==================== design 1
**config.mk**
```make
export PLATFORM = sky130hd
export DESIGN_NAME = mem_arbiter_flat
export DESIGN_NICKNAME = d
export VERILOG_FILES = /design/src/rtl/mem_arbiter_if.sv /design/src/rtl/mem_arbiter.sv /design/src/flat_wrapper.sv
export SDC_FILE = /design/constraint.sdc
export NUM_CORES = 1
export LEC_CHECK = 0
export CAP_MARGIN = 20
export CORE_AREA = 2 2 204 206
export CTS_BUF_LIST = sky130_fd_sc_hd__clkbuf_4 sky130_fd_sc_hd__clkbuf_8
export DETAILED_ROUTE_END_ITERATION = 12
export DIE_AREA = 0 0 206 208
export GPL_ROUTABILITY_DRIVEN = 0
export HOLD_SLACK_MARGIN = 0.1
export REMOVE_ABC_BUFFERS = 1
export SKIP_LAST_GASP = 1
export SYNTH_ARGS = -nofsm -noshare
export SYNTH_HDL_FRONTEND = slang
export SYNTH_SLANG_ARGS = --single-unit
export TNS_END_PERCENT = 50
```
**constraint.sdc**
```tcl
create_clock -name clk -period 14.2 [get_ports clk]
set_input_delay 2.84 -clock clk [delete_from_list [all_inputs] [get_ports clk]]
set_output_delay 2.84 -clock clk [all_outputs]
set_load 0.03 [all_outputs]
```
**src/rtl/mem_arbiter_if.sv**
```systemverilog
// Bundle of the icache, LSU and RAM-port signals around mem_arbiter.
// slave = arbiter view, master = requesters plus RAM view.
interface mem_arbiter_if #(
  parameter int ADDR_WIDTH = 17,
  parameter int LINE_WIDTH = 128,
  parameter int WORD_WIDTH = 32
);
  logic                    ic_req;
  logic [ADDR_WIDTH-1:0]   ic_addr;
  logic                    ic_done;
  logic [LINE_WIDTH-1:0]   ic_line;

  logic                    ls_req;
  logic                    ls_we;
  logic [ADDR_WIDTH-1:0]   ls_addr;
  logic [3:0]              ls_be;
  logic [WORD_WIDTH-1:0]   ls_wdata;
  logic                    ls_flush;
  logic                    ls_done;
  logic [WORD_WIDTH-1:0]   ls_rdata;

  logic [ADDR_WIDTH-1:0]   ram_addr;
  logic [LINE_WIDTH-1:0]   ram_dout;
  logic                    ram_we;
  logic [LINE_WIDTH-1:0]   ram_wdata;
  logic [LINE_WIDTH/8-1:0] ram_wmask;

  modport slave (
    input  ic_req, ic_addr, ls_req, ls_we, ls_addr, ls_be, ls_wdata, ls_flush, ram_dout,
    output ic_done, ic_line, ls_done, ls_rdata, ram_addr, ram_we, ram_wdata, ram_wmask
  );

  modport master (
    output ic_req, ic_addr, ls_req, ls_we, ls_addr, ls_be, ls_wdata, ls_flush, ram_dout,
    input  ic_done, ic_line, ls_done, ls_rdata, ram_addr, ram_we, ram_wdata, ram_wmask
  );
endinterface

```
**src/rtl/mem_arbiter.sv**
```systemverilog
// Shares one line-wide RAM port between icache fills and LSU word accesses.
// Define MEM_ARBITER_RR_EN for round-robin tie-breaking; otherwise LSU wins ties.
module mem_arbiter #(
  parameter int ADDR_WIDTH = 17,
  parameter int LINE_WIDTH = 128,
  parameter int WORD_WIDTH = 32
) (
  input  logic          clk,
  input  logic          rst,
  input  logic          rdy,
  mem_arbiter_if.slave  bus
);
  localparam int MASK_W = LINE_WIDTH / 8;
  localparam int LANES  = LINE_WIDTH / WORD_WIDTH;

  typedef enum logic [2:0] {IDLE, IC_ADDR, IC_DATA, LS_ADDR, LS_DATA, DONE} state_t;

  state_t                  state_q, state_d;
  logic [ADDR_WIDTH-1:0]   ram_addr_q, ram_addr_d;
  logic                    ram_we_q, ram_we_d;
  logic [LINE_WIDTH-1:0]   ram_wdata_q, ram_wdata_d;
  logic [MASK_W-1:0]       ram_wmask_q, ram_wmask_d;
  logic [LINE_WIDTH-1:0]   ic_line_q, ic_line_d;
  logic [WORD_WIDTH-1:0]   ls_rdata_q, ls_rdata_d;
  logic                    ic_done_q, ic_done_d;
  logic                    ls_done_q, ls_done_d;
  logic [1:0]              ls_off_q, ls_off_d;
  logic                    ls_we_q, ls_we_d;
  logic                    ls_ok;
  logic                    pick_ls;
  logic                    unused_ic_low;

`ifdef MEM_ARBITER_RR_EN
  // 1 = LSU won the last grant
  logic                    ptr_q, ptr_d;
  assign pick_ls = ls_ok & (~bus.ic_req | ~ptr_q);
`else
  assign pick_ls = ls_ok;
`endif

  assign ls_ok         = bus.ls_req & ~bus.ls_flush;
  assign unused_ic_low = &{1'b0, bus.ic_addr[1:0]};

  always_comb begin
    state_d     = state_q;
    ram_addr_d  = ram_addr_q;
    ram_we_d    = ram_we_q;
    ram_wdata_d = ram_wdata_q;
    ram_wmask_d = ram_wmask_q;
    ic_line_d   = ic_line_q;
    ls_rdata_d  = ls_rdata_q;
    ic_done_d   = 1'b0;
    ls_done_d   = 1'b0;
    ls_off_d    = ls_off_q;
    ls_we_d     = ls_we_q;
`ifdef MEM_ARBITER_RR_EN
    ptr_d       = ptr_q;
`endif
    case (state_q)
      IDLE: begin
        if (pick_ls) begin
          state_d    = LS_ADDR;
          ram_addr_d = {bus.ls_addr[ADDR_WIDTH-1:2], 2'b00};
          ls_off_d   = bus.ls_addr[1:0];
          ls_we_d    = bus.ls_we;
          ram_we_d   = bus.ls_we;
          if (bus.ls_we) begin
            ram_wdata_d = {LANES{bus.ls_wdata}};
            ram_wmask_d = MASK_W'(bus.ls_be) << {bus.ls_addr[1:0], 2'b00};
          end
`ifdef MEM_ARBITER_RR_EN
          ptr_d = 1'b1;
`endif
        end else if (bus.ic_req) begin
          state_d    = IC_ADDR;
          ram_addr_d = {bus.ic_addr[ADDR_WIDTH-1:2], 2'b00};
`ifdef MEM_ARBITER_RR_EN
          ptr_d = 1'b0;
`endif
        end
      end
      IC_ADDR: state_d = IC_DATA;
      IC_DATA: begin
        ic_line_d = bus.ram_dout;
        ic_done_d = 1'b1;
        state_d   = DONE;
      end
      LS_ADDR: begin
        // a write commits on this edge, so a flush can no longer cancel it
        if (ls_we_q) begin
          ram_we_d  = 1'b0;
          ls_done_d = 1'b1;
          state_d   = DONE;
        end else if (bus.ls_flush) begin
          state_d = IDLE;
        end else begin
          state_d = LS_DATA;
        end
      end
      LS_DATA: begin
        if (bus.ls_flush) begin
          state_d = IDLE;
        end else begin
          ls_rdata_d = bus.ram_dout[32'(ls_off_q)*WORD_WIDTH +: WORD_WIDTH];
          ls_done_d  = 1'b1;
          state_d    = DONE;
        end
      end
      DONE:    state_d = IDLE;
      default: state_d = IDLE;
    endcase
  end

  always_ff @(posedge clk or posedge rst) begin
    if (rst) begin
      state_q     <= IDLE;
      ram_addr_q  <= '0;
      ram_we_q    <= 1'b0;
      ram_wdata_q <= '0;
      ram_wmask_q <= '0;
      ic_line_q   <= '0;
      ls_rdata_q  <= '0;
      ic_done_q   <= 1'b0;
      ls_done_q   <= 1'b0;
      ls_off_q    <= 2'b00;
      ls_we_q     <= 1'b0;
`ifdef MEM_ARBITER_RR_EN
      ptr_q       <= 1'b1;
`endif
    end else if (rdy) begin
      state_q     <= state_d;
      ram_addr_q  <= ram_addr_d;
      ram_we_q    <= ram_we_d;
      ram_wdata_q <= ram_wdata_d;
      ram_wmask_q <= ram_wmask_d;
      ic_line_q   <= ic_line_d;
      ls_rdata_q  <= ls_rdata_d;
      ic_done_q   <= ic_done_d;
      ls_done_q   <= ls_done_d;
      ls_off_q    <= ls_off_d;
      ls_we_q     <= ls_we_d;
`ifdef MEM_ARBITER_RR_EN
      ptr_q       <= ptr_d;
`endif
    end
  end

  // the registered write enable survives a stall; the RAM must not see it
  assign bus.ram_we    = ram_we_q & rdy;
  assign bus.ram_addr  = ram_addr_q;
  assign bus.ram_wdata = ram_wdata_q;
  assign bus.ram_wmask = ram_wmask_q;
  assign bus.ic_line   = ic_line_q;
  assign bus.ic_done   = ic_done_q;
  assign bus.ls_rdata  = ls_rdata_q;
  assign bus.ls_done   = ls_done_q;
endmodule

```
**src/flat_wrapper.sv**
```systemverilog
// flat-port wrapper written by rule: the top's interface ports become plain ports
module mem_arbiter_flat 
#(
  parameter int ADDR_WIDTH = 17,
  parameter int LINE_WIDTH = 128,
  parameter int WORD_WIDTH = 32
)
  (clk, rst, rdy, bus_ic_req, bus_ic_addr, bus_ls_req, bus_ls_we, bus_ls_addr, bus_ls_be, bus_ls_wdata, bus_ls_flush, bus_ram_dout, bus_ic_done, bus_ic_line, bus_ls_done, bus_ls_rdata, bus_ram_addr, bus_ram_we, bus_ram_wdata, bus_ram_wmask);
  mem_arbiter_if #(.ADDR_WIDTH(ADDR_WIDTH), .LINE_WIDTH(LINE_WIDTH), .WORD_WIDTH(WORD_WIDTH)) bus_i ();
  input  logic clk;
  input  logic rst;
  input  logic rdy;
  input wire logic [$bits(bus_i.ic_req)-1:0] bus_ic_req;
  input wire logic [$bits(bus_i.ic_addr)-1:0] bus_ic_addr;
  input wire logic [$bits(bus_i.ls_req)-1:0] bus_ls_req;
  input wire logic [$bits(bus_i.ls_we)-1:0] bus_ls_we;
  input wire logic [$bits(bus_i.ls_addr)-1:0] bus_ls_addr;
  input wire logic [$bits(bus_i.ls_be)-1:0] bus_ls_be;
  input wire logic [$bits(bus_i.ls_wdata)-1:0] bus_ls_wdata;
  input wire logic [$bits(bus_i.ls_flush)-1:0] bus_ls_flush;
  input wire logic [$bits(bus_i.ram_dout)-1:0] bus_ram_dout;
  output wire logic [$bits(bus_i.ic_done)-1:0] bus_ic_done;
  output wire logic [$bits(bus_i.ic_line)-1:0] bus_ic_line;
  output wire logic [$bits(bus_i.ls_done)-1:0] bus_ls_done;
  output wire logic [$bits(bus_i.ls_rdata)-1:0] bus_ls_rdata;
  output wire logic [$bits(bus_i.ram_addr)-1:0] bus_ram_addr;
  output wire logic [$bits(bus_i.ram_we)-1:0] bus_ram_we;
  output wire logic [$bits(bus_i.ram_wdata)-1:0] bus_ram_wdata;
  output wire logic [$bits(bus_i.ram_wmask)-1:0] bus_ram_wmask;
  assign bus_i.ic_req = bus_ic_req;
  assign bus_i.ic_addr = bus_ic_addr;
  assign bus_i.ls_req = bus_ls_req;
  assign bus_i.ls_we = bus_ls_we;
  assign bus_i.ls_addr = bus_ls_addr;
  assign bus_i.ls_be = bus_ls_be;
  assign bus_i.ls_wdata = bus_ls_wdata;
  assign bus_i.ls_flush = bus_ls_flush;
  assign bus_i.ram_dout = bus_ram_dout;
  assign bus_ic_done = bus_i.ic_done;
  assign bus_ic_line = bus_i.ic_line;
  assign bus_ls_done = bus_i.ls_done;
  assign bus_ls_rdata = bus_i.ls_rdata;
  assign bus_ram_addr = bus_i.ram_addr;
  assign bus_ram_we = bus_i.ram_we;
  assign bus_ram_wdata = bus_i.ram_wdata;
  assign bus_ram_wmask = bus_i.ram_wmask;
  mem_arbiter #(.ADDR_WIDTH(ADDR_WIDTH), .LINE_WIDTH(LINE_WIDTH), .WORD_WIDTH(WORD_WIDTH)) u_core (.clk(clk), .rst(rst), .rdy(rdy), .bus(bus_i));
endmodule
```
==> results.sh <==
# physical design summary
export IMPL_stdcell_area_sq_um=16540
export IMPL_clock_latency_ns=0.58
export IMPL_firstDrtPassIters=4
export IMPL_startpoint_type="input pin"
export IMPL_tns_ns=0
export IMPL_pwr_share_clk_pct=16.3
export IMPL_min_path_type="flip-flop to flip-flop"
export IMPL_slew_headroom_pct=31.98
export IMPL_mux_area_share_pct=32.21
export IMPL_met2_wirelength_mm=16.80
export IMPL_post_dp_cell_area_sq_um=15600
export IMPL_utilization_pct=40.78
export IMPL_synth_cells=707
export IMPL_cp_startpoint="rdy"
export IMPL_cts_tree="yes"
export IMPL_leakagePower_nw=6.889
export IMPL_overflow=0
export IMPL_syn2layout_area_growth_pct=55.83
export IMPL_r2r_start="u_core.state_q[2]"
export IMPL_ys_top_cells_by_area="dfrtp_1 (55%), mux2_2 (13%), mux2_1 (11%)"
export IMPL_use_met2_pct=26.63
export IMPL_antenna_cells=1
export IMPL_compound_area_share_pct=1.143
export IMPL_cp_max_fo=13
export IMPL_avgSynthCellArea_sq_um=15.01
export IMPL_status="complete, no violations"
export IMPL_max_slew_worst_pin_slew_ns=1.016
Design 1, M1 wires:
Drawn at 2 px/um. Supply wires on this layer in grey.
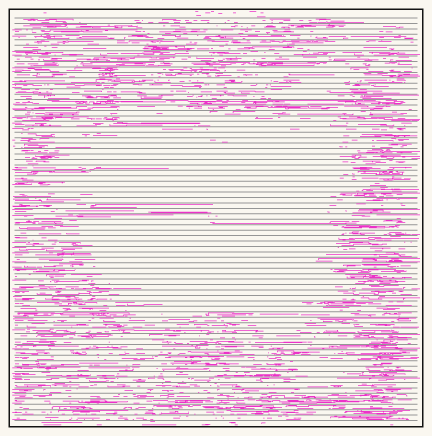
nets with wire on the layer	1158
main direction	horizontal

Design 1, zoomed window:
Window x 88 to 118, y 131 to 161 um. Cells in grey, sequential cells in the stronger grey; small squares are vias.
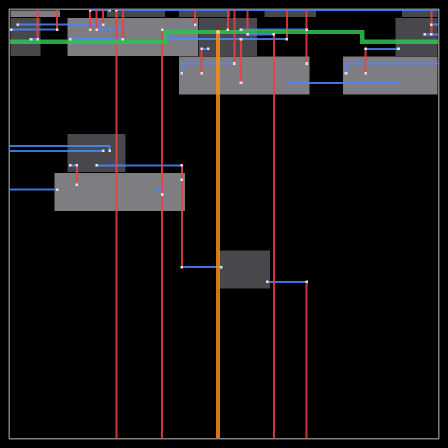
layer	colour
M2	red
M3	green
M4	orange
M1	blue
netlist names of flops here include	u_core.bus.ic_line (3), u_core.bus.ls_rdata (1)
sequential cells in the window	4
cells with their middle in the window	9
most frequent	dfrtp_1 (4), mux2_1 (3)

Design 1, logic cells by family:
Drawn at 2 px/um.
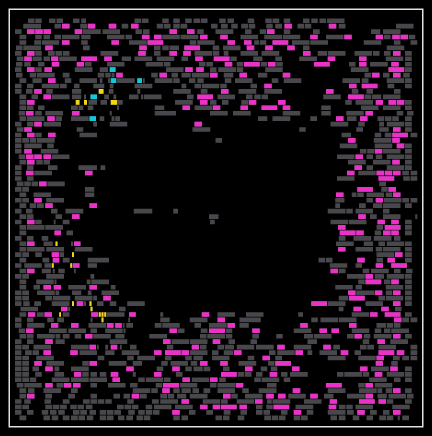
family	colour	cells	most used
mux cells	magenta	273	mux2_2
non-inverting ao/oa cells	cyan	5	a21bo_2
nand cells	yellow	16	nand2_1


==================== design 2
Design 2, zoomed window:
Window x 13 to 43, y 24 to 54 um. Cells in grey, sequential cells in the stronger grey; small squares are vias.
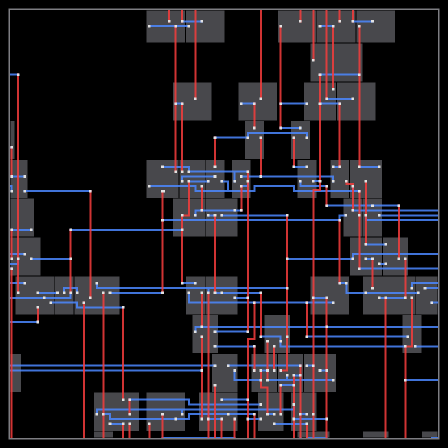
Design 2, wiring by layer:
Drawn at 6 px/um. Two of the layers only.
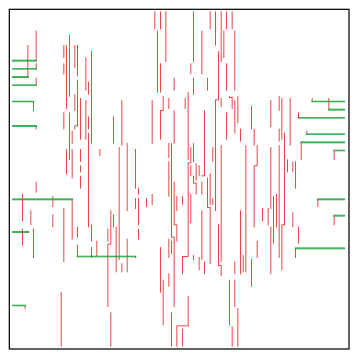
Design 2, congestion heat map:
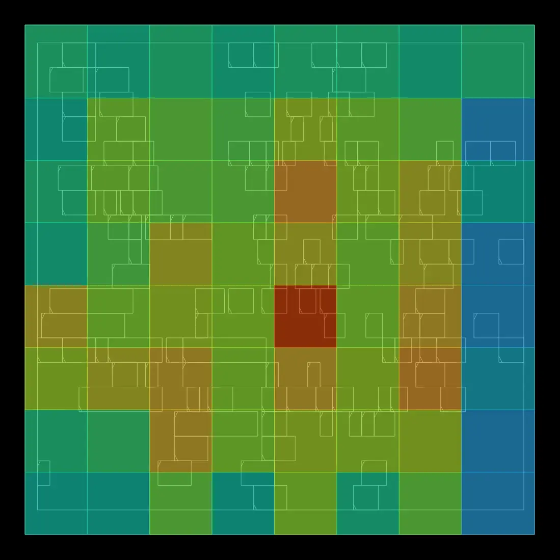
$ cat config.mk
export PLATFORM = sky130hd
export DESIGN_NAME = multicycle_control
export DESIGN_NICKNAME = d
export VERILOG_FILES = /design/src/rtl/multicycle_control.sv
export SDC_FILE = /design/constraint.sdc
export NUM_CORES = 1
export LEC_CHECK = 0
export ABC_CLOCK_PERIOD_IN_PS = 3300
export CAP_MARGIN = 20
export CORE_MARGIN = 1
export CORE_UTILIZATION = 25
export CTS_CLUSTER_DIAMETER = 50
export DETAILED_ROUTE_END_ITERATION = 10
export GPL_ROUTABILITY_DRIVEN = 1
export HOLD_SLACK_MARGIN = 0.15
export PLACE_DENSITY_LB_ADDON = 0.05
export SETUP_SLACK_MARGIN = 0.1
export SYNTH_ARGS = -nofsm -noshare
export SYNTH_HDL_FRONTEND = slang
export SYNTH_SLANG_ARGS = --single-unit
$ cat constraint.sdc
create_clock -name clk -period 3.3 [get_ports clk]
set_clock_uncertainty 0.05 [all_clocks]
set_input_delay 0.825 -clock clk [delete_from_list [all_inputs] [get_ports clk]]
set_output_delay 0.825 -clock clk [all_outputs]
set_load 0.03 [all_outputs]
$ cat src/rtl/multicycle_control.sv
// Multicycle MIPS main control FSM: sequences each instruction over 3-5 cycles,
// stalls on the memory handshake, traps illegal opcodes and pulses InstrDone.
module multicycle_control #(
  parameter int                  OPCODE_W = 6,
  parameter int                  ALUOP_W  = 3,
  parameter logic [OPCODE_W-1:0] OP_RTYPE = OPCODE_W'(10),
  parameter logic [OPCODE_W-1:0] OP_LW    = OPCODE_W'(15),
  parameter logic [OPCODE_W-1:0] OP_SW    = OPCODE_W'(43),
  parameter logic [OPCODE_W-1:0] OP_BEQ   = OPCODE_W'(4),
  parameter logic [OPCODE_W-1:0] OP_J     = OPCODE_W'(2),
  parameter logic [OPCODE_W-1:0] OP_JAL   = OPCODE_W'(7),
  parameter bit                  TRAP_EN  = 1'b1
) (
  input  logic                clk,
  input  logic                rst_n,
  input  logic [OPCODE_W-1:0] OpCode,
  input  logic                MemReady,
  output logic                PCWrite,
  output logic                PCWriteCond,
  output logic                IorD,
  output logic                MemRead,
  output logic                MemWrite,
  output logic                IRWrite,
  output logic [1:0]          MemToReg,
  output logic [1:0]          RegDest,
  output logic                ALUSrcA,
  output logic [1:0]          ALUSrcB,
  output logic [ALUOP_W-1:0]  ALUOp,
  output logic [1:0]          PCSource,
  output logic                RegWrite,
  output logic                Illegal,
  output logic                InstrDone,
  output logic [3:0]          State
);

  typedef enum logic [3:0] {
    FETCH  = 4'd0,  DECODE = 4'd1,  MEMADR = 4'd2,  MEMRD  = 4'd3,
    MEMWB  = 4'd4,  MEMWR  = 4'd5,  EXEC   = 4'd6,  ALUWB  = 4'd7,
    BRANCH = 4'd8,  JUMP   = 4'd9,  JAL    = 4'd10, TRAP   = 4'd11
  } state_t;

  localparam logic [ALUOP_W-1:0] ALU_FUNCT = ALUOP_W'(3'b000);
  localparam logic [ALUOP_W-1:0] ALU_ADD   = ALUOP_W'(3'b010);
  localparam logic [ALUOP_W-1:0] ALU_SUB   = ALUOP_W'(3'b110);

  state_t stateR;
  state_t nextState;
  logic   isStoreR;
  logic   illegalR;

  assign State   = stateR;
  assign Illegal = illegalR;

  // Output decode and next state; everything is forced low while rst_n is low
  always_comb begin
    PCWrite     = 1'b0;
    PCWriteCond = 1'b0;
    IorD        = 1'b0;
    MemRead     = 1'b0;
    MemWrite    = 1'b0;
    IRWrite     = 1'b0;
    MemToReg    = 2'b00;
    RegDest     = 2'b00;
    ALUSrcA     = 1'b0;
    ALUSrcB     = 2'b00;
    ALUOp       = ALU_FUNCT;
    PCSource    = 2'b00;
    RegWrite    = 1'b0;
    InstrDone   = 1'b0;
    nextState   = FETCH;
    if (rst_n) begin
      case (stateR)
        FETCH: begin
          MemRead = 1'b1;
          ALUSrcB = 2'b01;
          ALUOp   = ALU_ADD;
          if (MemReady) begin
            IRWrite   = 1'b1;
            PCWrite   = 1'b1;
            nextState = DECODE;
          end else begin
            nextState = FETCH;
          end
        end
        DECODE: begin
          ALUSrcB = 2'b11;
          ALUOp   = ALU_ADD;
          if (OpCode == OP_LW || OpCode == OP_SW) begin
            nextState = MEMADR;
          end else if (OpCode == OP_RTYPE) begin
            nextState = EXEC;
          end else if (OpCode == OP_BEQ) begin
            nextState = BRANCH;
          end else if (OpCode == OP_J) begin
            nextState = JUMP;
          end else if (OpCode == OP_JAL) begin
            nextState = JAL;
          end else if (TRAP_EN) begin
            nextState = TRAP;
          end else begin
            nextState = FETCH;
            InstrDone = 1'b1;
          end
        end
        MEMADR: begin
          ALUSrcA   = 1'b1;
          ALUSrcB   = 2'b10;
          ALUOp     = ALU_ADD;
          nextState = isStoreR ? MEMWR : MEMRD;
        end
        MEMRD: begin
          MemRead   = 1'b1;
          IorD      = 1'b1;
          nextState = MemReady ? MEMWB : MEMRD;
        end
        MEMWB: begin
          RegWrite  = 1'b1;
          MemToReg  = 2'b01;
          InstrDone = 1'b1;
          nextState = FETCH;
        end
        MEMWR: begin
          MemWrite = 1'b1;
          IorD     = 1'b1;
          if (MemReady) begin
            InstrDone = 1'b1;
            nextState = FETCH;
          end else begin
            nextState = MEMWR;
          end
        end
        EXEC: begin
          ALUSrcA   = 1'b1;
          ALUOp     = ALU_FUNCT;
          nextState = ALUWB;
        end
        ALUWB: begin
          RegWrite  = 1'b1;
          RegDest   = 2'b01;
          InstrDone = 1'b1;
          nextState = FETCH;
        end
        BRANCH: begin
          ALUSrcA     = 1'b1;
          ALUOp       = ALU_SUB;
          PCWriteCond = 1'b1;
          PCSource    = 2'b01;
          InstrDone   = 1'b1;
          nextState   = FETCH;
        end
        JUMP: begin
          PCWrite   = 1'b1;
          PCSource  = 2'b10;
          InstrDone = 1'b1;
          nextState = FETCH;
        end
        JAL: begin
          PCWrite   = 1'b1;
          PCSource  = 2'b10;
          RegWrite  = 1'b1;
          RegDest   = 2'b10;
          MemToReg  = 2'b10;
          InstrDone = 1'b1;
          nextState = FETCH;
        end
        TRAP: begin
          nextState = TRAP;
        end
        default: begin
          nextState = FETCH;
        end
      endcase
    end else begin
      nextState = FETCH;
    end
  end

  // State register; the load/store choice is captured in DECODE since OpCode is only valid there
  always_ff @(posedge clk or negedge rst_n) begin
    if (!rst_n) begin
      stateR   <= FETCH;
      isStoreR <= 1'b0;
      illegalR <= 1'b0;
    end else begin
      stateR   <= nextState;
      illegalR <= illegalR | ((stateR == DECODE) && (nextState == TRAP));
      if (stateR == DECODE) begin
        isStoreR <= (OpCode == OP_SW);
      end else begin
        isStoreR <= isStoreR;
      end
    end
  end

endmodule

==> results.sh <==
# physical design summary
export IMPL_xor_share_pct=4.738
export IMPL_synthTopLogicFamily="simple AND/OR/NAND/NOR gates"
export IMPL_met2_wirelength_um=893
export IMPL_dp_slack_ns=0.3482
export IMPL_wl_met1_um=856
export IMPL_warnings=26
export IMPL_io_pins=34
export IMPL_cts_htree_levels=1
export IMPL_inv_count=4
export IMPL_yosysWarnings=0
export IMPL_status="complete, no violations"
export IMPL_antenna_found_initial=0
export IMPL_cp_top_family="buffers and inverters"
export IMPL_fin_ws_ns=0.3593
export IMPL_cp_startpoint="rst_n"
export IMPL_share_seq_of_total_power_pct=25.3
export IMPL_seq_power_mw=0.164
export IMPL_post_cts_buffers=0
export IMPL_grt_max_degree=22
export IMPL_syn_nets=109
export IMPL_nClkBuffers=3
export IMPL_min_path_type="flip-flop to flip-flop"
export IMPL_logic_gate_count=80
export IMPL_common_cells="nor2_1 (15), a21oi_1 (8), nand2_1 (7)"
export IMPL_taps=31
export IMPL_pwr_density_cell_nw_per_um2=648.0
export IMPL_holdWs_ns=0.4104
export IMPL_syn2layout_area_growth_pct=35.36
Notes on 'zoomed window' of design 2 above:
layer	colour
M1	blue
M2	red
most frequent	buf_4 (8), nor2_1 (7), nor2b_1 (5)
cells with their middle in the window	47
sequential cells in the window	0

Notes on 'wiring by layer' of design 2 above:
layer	colour	wire length
M3	green	90.2 um
M2	red	894 um
Global Route Usage Sum: 12.22%
Routed WL: 1.840 mm
via count: 805

Notes on 'congestion heat map' of design 2 above:
Util after Layout: 35.99%
M3 GR Usage: 3.456%
met1 usage: 15.01%
WL/cell: 11.72 um


==================== design 3
Design 3, logic cells by family:
Drawn at 3 px/um.
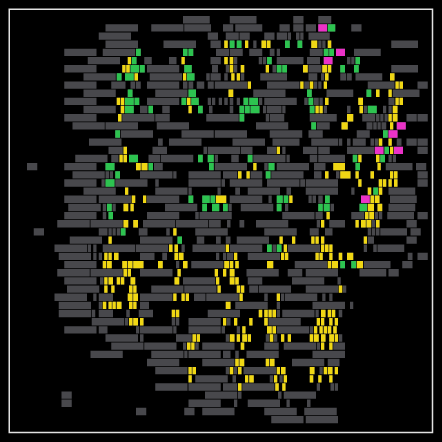
Design 3, zoomed window:
Window x 55 to 85, y 83 to 113 um. Cells in grey, sequential cells in the stronger grey; small squares are vias.
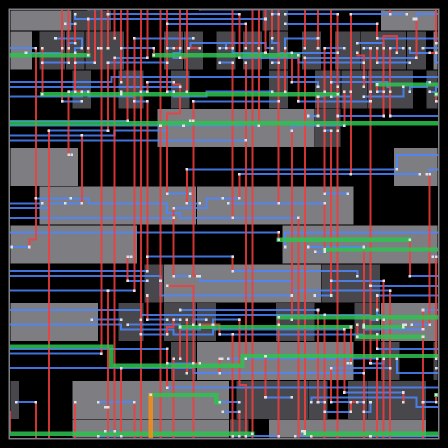
Design 3, M1 wires:
Drawn at 3 px/um. Supply wires on this layer in grey.
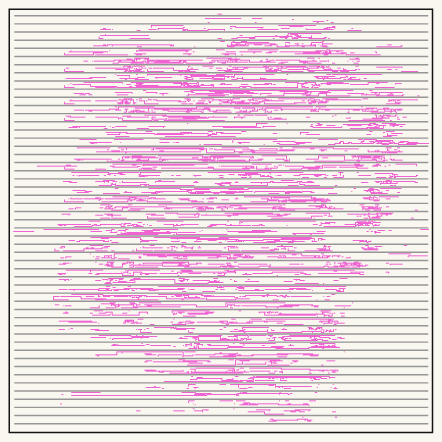
`src/rtl/router_pkt_fifo_pkg.sv`:
```
// Shared constants for the router output FIFO: default sizes, header-tag position
// and header length-field slice.
package router_pkg;

    localparam int DATA_W_DEF = 8;
    localparam int DEPTH_DEF  = 16;
    localparam int LEN_LSB    = 2;

    // The header tag sits just above the payload bits of each stored word.
    function automatic int hdr_bit(input int data_w);
        return data_w;
    endfunction

endpackage

```
`src/rtl/router_pkt_fifo_if.sv`:
```
// Write/read handshake bundle between the router FSM side and an output FIFO.
// Optional fill_level signal is present only when ROUTER_FIFO_LEVEL_EN is defined.
interface router_pkt_fifo_if
    import router_pkg::*;
#(
    parameter int DATA_W = DATA_W_DEF,
    parameter int DEPTH  = DEPTH_DEF
) ();

    logic              write_enb;
    logic              read_enb;
    logic              lfd_state;
    logic [DATA_W-1:0] data_in;
    logic [DATA_W-1:0] dout;
    logic              full;
    logic              empty;
    logic              almost_full;
    logic [DATA_W-2:0] pkt_remaining;
    logic              pkt_done;

`ifdef ROUTER_FIFO_LEVEL_EN
    localparam int ADDR_W = $clog2(DEPTH);
    logic [ADDR_W:0]   fill_level;

    modport master (
        output write_enb, read_enb, lfd_state, data_in,
        input  dout, full, empty, almost_full, pkt_remaining, pkt_done, fill_level
    );

    modport slave (
        input  write_enb, read_enb, lfd_state, data_in,
        output dout, full, empty, almost_full, pkt_remaining, pkt_done, fill_level
    );
`else
    modport master (
        output write_enb, read_enb, lfd_state, data_in,
        input  dout, full, empty, almost_full, pkt_remaining, pkt_done
    );

    modport slave (
        input  write_enb, read_enb, lfd_state, data_in,
        output dout, full, empty, almost_full, pkt_remaining, pkt_done
    );
`endif

endinterface

```
`src/rtl/router_pkt_fifo_ptr.sv`:
```
// Pointer pair and occupancy flags for the packet FIFO; decides which requests are accepted.
// Exposes fill_level only when ROUTER_FIFO_LEVEL_EN is defined.
module router_fifo_ptr #(
    parameter  int DEPTH    = 16,
    parameter  int AFULL_TH = DEPTH - 2,
    localparam int ADDR_W   = $clog2(DEPTH)
) (
    input  logic              clk,
    input  logic              rstn,
    input  logic              soft_reset,
    input  logic              write_enb,
    input  logic              read_enb,
    output logic              wr_ok,
    output logic              rd_ok,
    output logic [ADDR_W-1:0] wr_addr,
    output logic [ADDR_W-1:0] rd_addr,
    output logic              full,
    output logic              empty,
    output logic              almost_full
`ifdef ROUTER_FIFO_LEVEL_EN
    ,
    output logic [ADDR_W:0]   fill_level
`endif
);

    localparam logic [ADDR_W:0] AFULL_LVL = (ADDR_W+1)'(AFULL_TH);
    localparam logic [ADDR_W:0] PTR_ONE   = (ADDR_W+1)'(1);

    logic [ADDR_W:0] wr_ptr;
    logic [ADDR_W:0] rd_ptr;
    logic [ADDR_W:0] level;

    // The extra pointer MSB separates the wrapped-full case from empty.
    assign level       = wr_ptr - rd_ptr;
    assign empty       = (wr_ptr == rd_ptr);
    assign full        = (wr_ptr[ADDR_W] != rd_ptr[ADDR_W]) &&
                         (wr_ptr[ADDR_W-1:0] == rd_ptr[ADDR_W-1:0]);
    assign almost_full = (level >= AFULL_LVL);

    assign wr_ok   = write_enb && !full  && !soft_reset;
    assign rd_ok   = read_enb  && !empty && !soft_reset;
    assign wr_addr = wr_ptr[ADDR_W-1:0];
    assign rd_addr = rd_ptr[ADDR_W-1:0];

`ifdef ROUTER_FIFO_LEVEL_EN
    assign fill_level = level;
`endif

    always_ff @(posedge clk or negedge rstn) begin
        if (!rstn) begin
            wr_ptr <= '0;
            rd_ptr <= '0;
        end else if (soft_reset) begin
            wr_ptr <= '0;
            rd_ptr <= '0;
        end else begin
            if (wr_ok) wr_ptr <= wr_ptr + PTR_ONE;
            if (rd_ok) rd_ptr <= rd_ptr + PTR_ONE;
        end
    end

endmodule

```
`src/rtl/router_pkt_fifo.sv`:
```
// Packet-aware output FIFO for the 1x3 router: tagged storage, registered read data and
// per-packet remaining-word tracking. ROUTER_FIFO_LEVEL_EN adds the fill_level output.
module router_pkt_fifo
    import router_pkg::*;
#(
    parameter int DATA_W   = DATA_W_DEF,
    parameter int DEPTH    = DEPTH_DEF,
    parameter int AFULL_TH = DEPTH - 2
) (
    input  logic clk,
    input  logic rstn,
    input  logic soft_reset,
    router_pkt_fifo_if.slave bus
);

    localparam int ADDR_W  = $clog2(DEPTH);
    localparam int HDR_BIT = hdr_bit(DATA_W);
    localparam logic [DATA_W-2:0] REM_ONE = (DATA_W-1)'(1);

    logic [DATA_W:0]   mem [DEPTH];
    logic [ADDR_W-1:0] wr_addr;
    logic [ADDR_W-1:0] rd_addr;
    logic              wr_ok;
    logic              rd_ok;
    logic              lfd_q;
    logic [DATA_W:0]   rd_word;
    logic [DATA_W-2:0] hdr_len;
    logic [DATA_W-1:0] dout_q;
    logic [DATA_W-2:0] rem_q;
    logic              done_q;

    router_fifo_ptr #(
        .DEPTH    (DEPTH),
        .AFULL_TH (AFULL_TH)
    ) u_ptr (
        .clk         (clk),
        .rstn        (rstn),
        .soft_reset  (soft_reset),
        .write_enb   (bus.write_enb),
        .read_enb    (bus.read_enb),
        .wr_ok       (wr_ok),
        .rd_ok       (rd_ok),
        .wr_addr     (wr_addr),
        .rd_addr     (rd_addr),
        .full        (bus.full),
        .empty       (bus.empty),
        .almost_full (bus.almost_full)
`ifdef ROUTER_FIFO_LEVEL_EN
        ,
        .fill_level  (bus.fill_level)
`endif
    );

    // lfd_state leads the header by one cycle, so it is delayed to line up with the write.
    always_ff @(posedge clk or negedge rstn) begin
        if (!rstn)           lfd_q <= 1'b0;
        else if (soft_reset) lfd_q <= 1'b0;
        else                 lfd_q <= bus.lfd_state;
    end

    always_ff @(posedge clk) begin
        if (wr_ok) mem[wr_addr] <= {lfd_q, bus.data_in};
    end

    assign rd_word = mem[rd_addr];
    // Header length counts payload bytes; the extra one accounts for the parity byte.
    assign hdr_len = {1'b0, rd_word[DATA_W-1:LEN_LSB]} + REM_ONE;

    always_ff @(posedge clk or negedge rstn) begin
        if (!rstn) begin
            dout_q <= '0;
            rem_q  <= '0;
            done_q <= 1'b0;
        end else if (soft_reset) begin
            dout_q <= '0;
            rem_q  <= '0;
            done_q <= 1'b0;
        end else begin
            dout_q <= '0;
            done_q <= 1'b0;
            if (rd_ok) begin
                dout_q <= rd_word[DATA_W-1:0];
                if (rd_word[HDR_BIT]) begin
                    rem_q <= hdr_len;
                end else if (rem_q != '0) begin
                    rem_q  <= rem_q - REM_ONE;
                    done_q <= (rem_q == REM_ONE);
                end
            end
        end
    end

    assign bus.dout          = dout_q;
    assign bus.pkt_remaining = rem_q;
    assign bus.pkt_done      = done_q;

endmodule
```
`src/flat_wrapper.sv`:
```
// flat-port wrapper written by rule: the top's interface ports become plain ports
module router_pkt_fifo_flat import router_pkg::*;
#(
    parameter int DATA_W   = DATA_W_DEF,
    parameter int DEPTH    = DEPTH_DEF,
    parameter int AFULL_TH = DEPTH - 2
)
  (clk, rstn, soft_reset, bus_write_enb, bus_read_enb, bus_lfd_state, bus_data_in, bus_dout, bus_full, bus_empty, bus_almost_full, bus_pkt_remaining, bus_pkt_done);
  router_pkt_fifo_if #(.DATA_W(DATA_W), .DEPTH(DEPTH)) bus_i ();
  input  logic clk;
  input  logic rstn;
  input  logic soft_reset;
  input wire logic [$bits(bus_i.write_enb)-1:0] bus_write_enb;
  input wire logic [$bits(bus_i.read_enb)-1:0] bus_read_enb;
  input wire logic [$bits(bus_i.lfd_state)-1:0] bus_lfd_state;
  input wire logic [$bits(bus_i.data_in)-1:0] bus_data_in;
  output wire logic [$bits(bus_i.dout)-1:0] bus_dout;
  output wire logic [$bits(bus_i.full)-1:0] bus_full;
  output wire logic [$bits(bus_i.empty)-1:0] bus_empty;
  output wire logic [$bits(bus_i.almost_full)-1:0] bus_almost_full;
  output wire logic [$bits(bus_i.pkt_remaining)-1:0] bus_pkt_remaining;
  output wire logic [$bits(bus_i.pkt_done)-1:0] bus_pkt_done;
  assign bus_i.write_enb = bus_write_enb;
  assign bus_i.read_enb = bus_read_enb;
  assign bus_i.lfd_state = bus_lfd_state;
  assign bus_i.data_in = bus_data_in;
  assign bus_dout = bus_i.dout;
  assign bus_full = bus_i.full;
  assign bus_empty = bus_i.empty;
  assign bus_almost_full = bus_i.almost_full;
  assign bus_pkt_remaining = bus_i.pkt_remaining;
  assign bus_pkt_done = bus_i.pkt_done;
  router_pkt_fifo #(.DATA_W(DATA_W), .DEPTH(DEPTH), .AFULL_TH(AFULL_TH)) u_core (.clk(clk), .rstn(rstn), .soft_reset(soft_reset), .bus(bus_i));
endmodule
```
`config.mk`:
```
export PLATFORM = sky130hd
export DESIGN_NAME = router_pkt_fifo_flat
export DESIGN_NICKNAME = d
export VERILOG_FILES = /design/src/rtl/router_pkt_fifo_pkg.sv /design/src/rtl/router_pkt_fifo_if.sv /design/src/rtl/router_pkt_fifo_ptr.sv /design/src/rtl/router_pkt_fifo.sv /design/src/flat_wrapper.sv
export SDC_FILE = /design/constraint.sdc
export NUM_CORES = 1
export LEC_CHECK = 0
export ABC_AREA = 1
export CAP_MARGIN = 20
export CORE_UTILIZATION = 40
export CTS_BUF_LIST = sky130_fd_sc_hd__clkbuf_8
export CTS_CLUSTER_SIZE = 20
export DETAILED_ROUTE_END_ITERATION = 10
export GPL_TIMING_DRIVEN = 0
export SLEW_MARGIN = 20
export SYNTH_ARGS = -nofsm -noshare
export SYNTH_HDL_FRONTEND = slang
export SYNTH_SLANG_ARGS = --single-unit
export TNS_END_PERCENT = 1
```
`constraint.sdc`:
```
create_clock -name clk -period 5.75 [get_ports clk]
set_clock_uncertainty 0.15 [all_clocks]
set_input_delay 0.575 -clock clk [delete_from_list [all_inputs] [get_ports clk]]
set_output_delay 0.575 -clock clk [all_outputs]
set_load 0.01 [all_outputs]
```
==> results.sh <==
# physical design summary
export IMPL_switching_power_mw=0.8750
export IMPL_avgRoutedWirePerCell_um=17.88
export IMPL_cp_depth=9
export IMPL_clkTransAtPathRegs_ns=0.09
export IMPL_yosysWarnings=0
export IMPL_r2r_start="u_core.u_ptr.rd_ptr[1]"
export IMPL_synthTopLogicFamily="simple AND/OR/NAND/NOR gates"
export IMPL_wl_met3_um=888
export IMPL_place_inst=994
export IMPL_startpoint_type="flip-flop"
export IMPL_nClkBuffers=17
export IMPL_edf_count=144
export IMPL_finalSetupViolCount=0
export IMPL_ys_types=41
export IMPL_routed_via_density=5.114
export IMPL_status="complete, no violations"
export IMPL_compound_area_share_pct=6.218
export IMPL_worstHoldPathCells=2
export IMPL_ant_nets=0
export IMPL_routed_top_layer="met4"
export IMPL_die_area_sq_um=19770
export IMPL_xor_share_pct=0.9116
export IMPL_utilization_pct=46.85
export IMPL_portBuffers=32
export IMPL_slew_viol_final=0
Notes on 'logic cells by family' of design 3 above:
family	colour	cells
aoi and oai cells	green	83
xor and xnor cells	magenta	8
nand cells	yellow	253

Notes on 'zoomed window' of design 3 above:
layer	colour
M3	green
M2	red
M4	orange
M1	blue
netlist names of flops here include	u_core.mem (9)
most frequent	nor2_1 (12), edfxtp_1 (9), o21ai_0 (6)
sequential cells in the window	9
cells with their middle in the window	45

Notes on 'M1 wires' of design 3 above:
wire length on this layer	8180 um
share of all routed wire	45%
nets with wire on the layer	753
main direction	horizontal
longest straight run	62.6 um


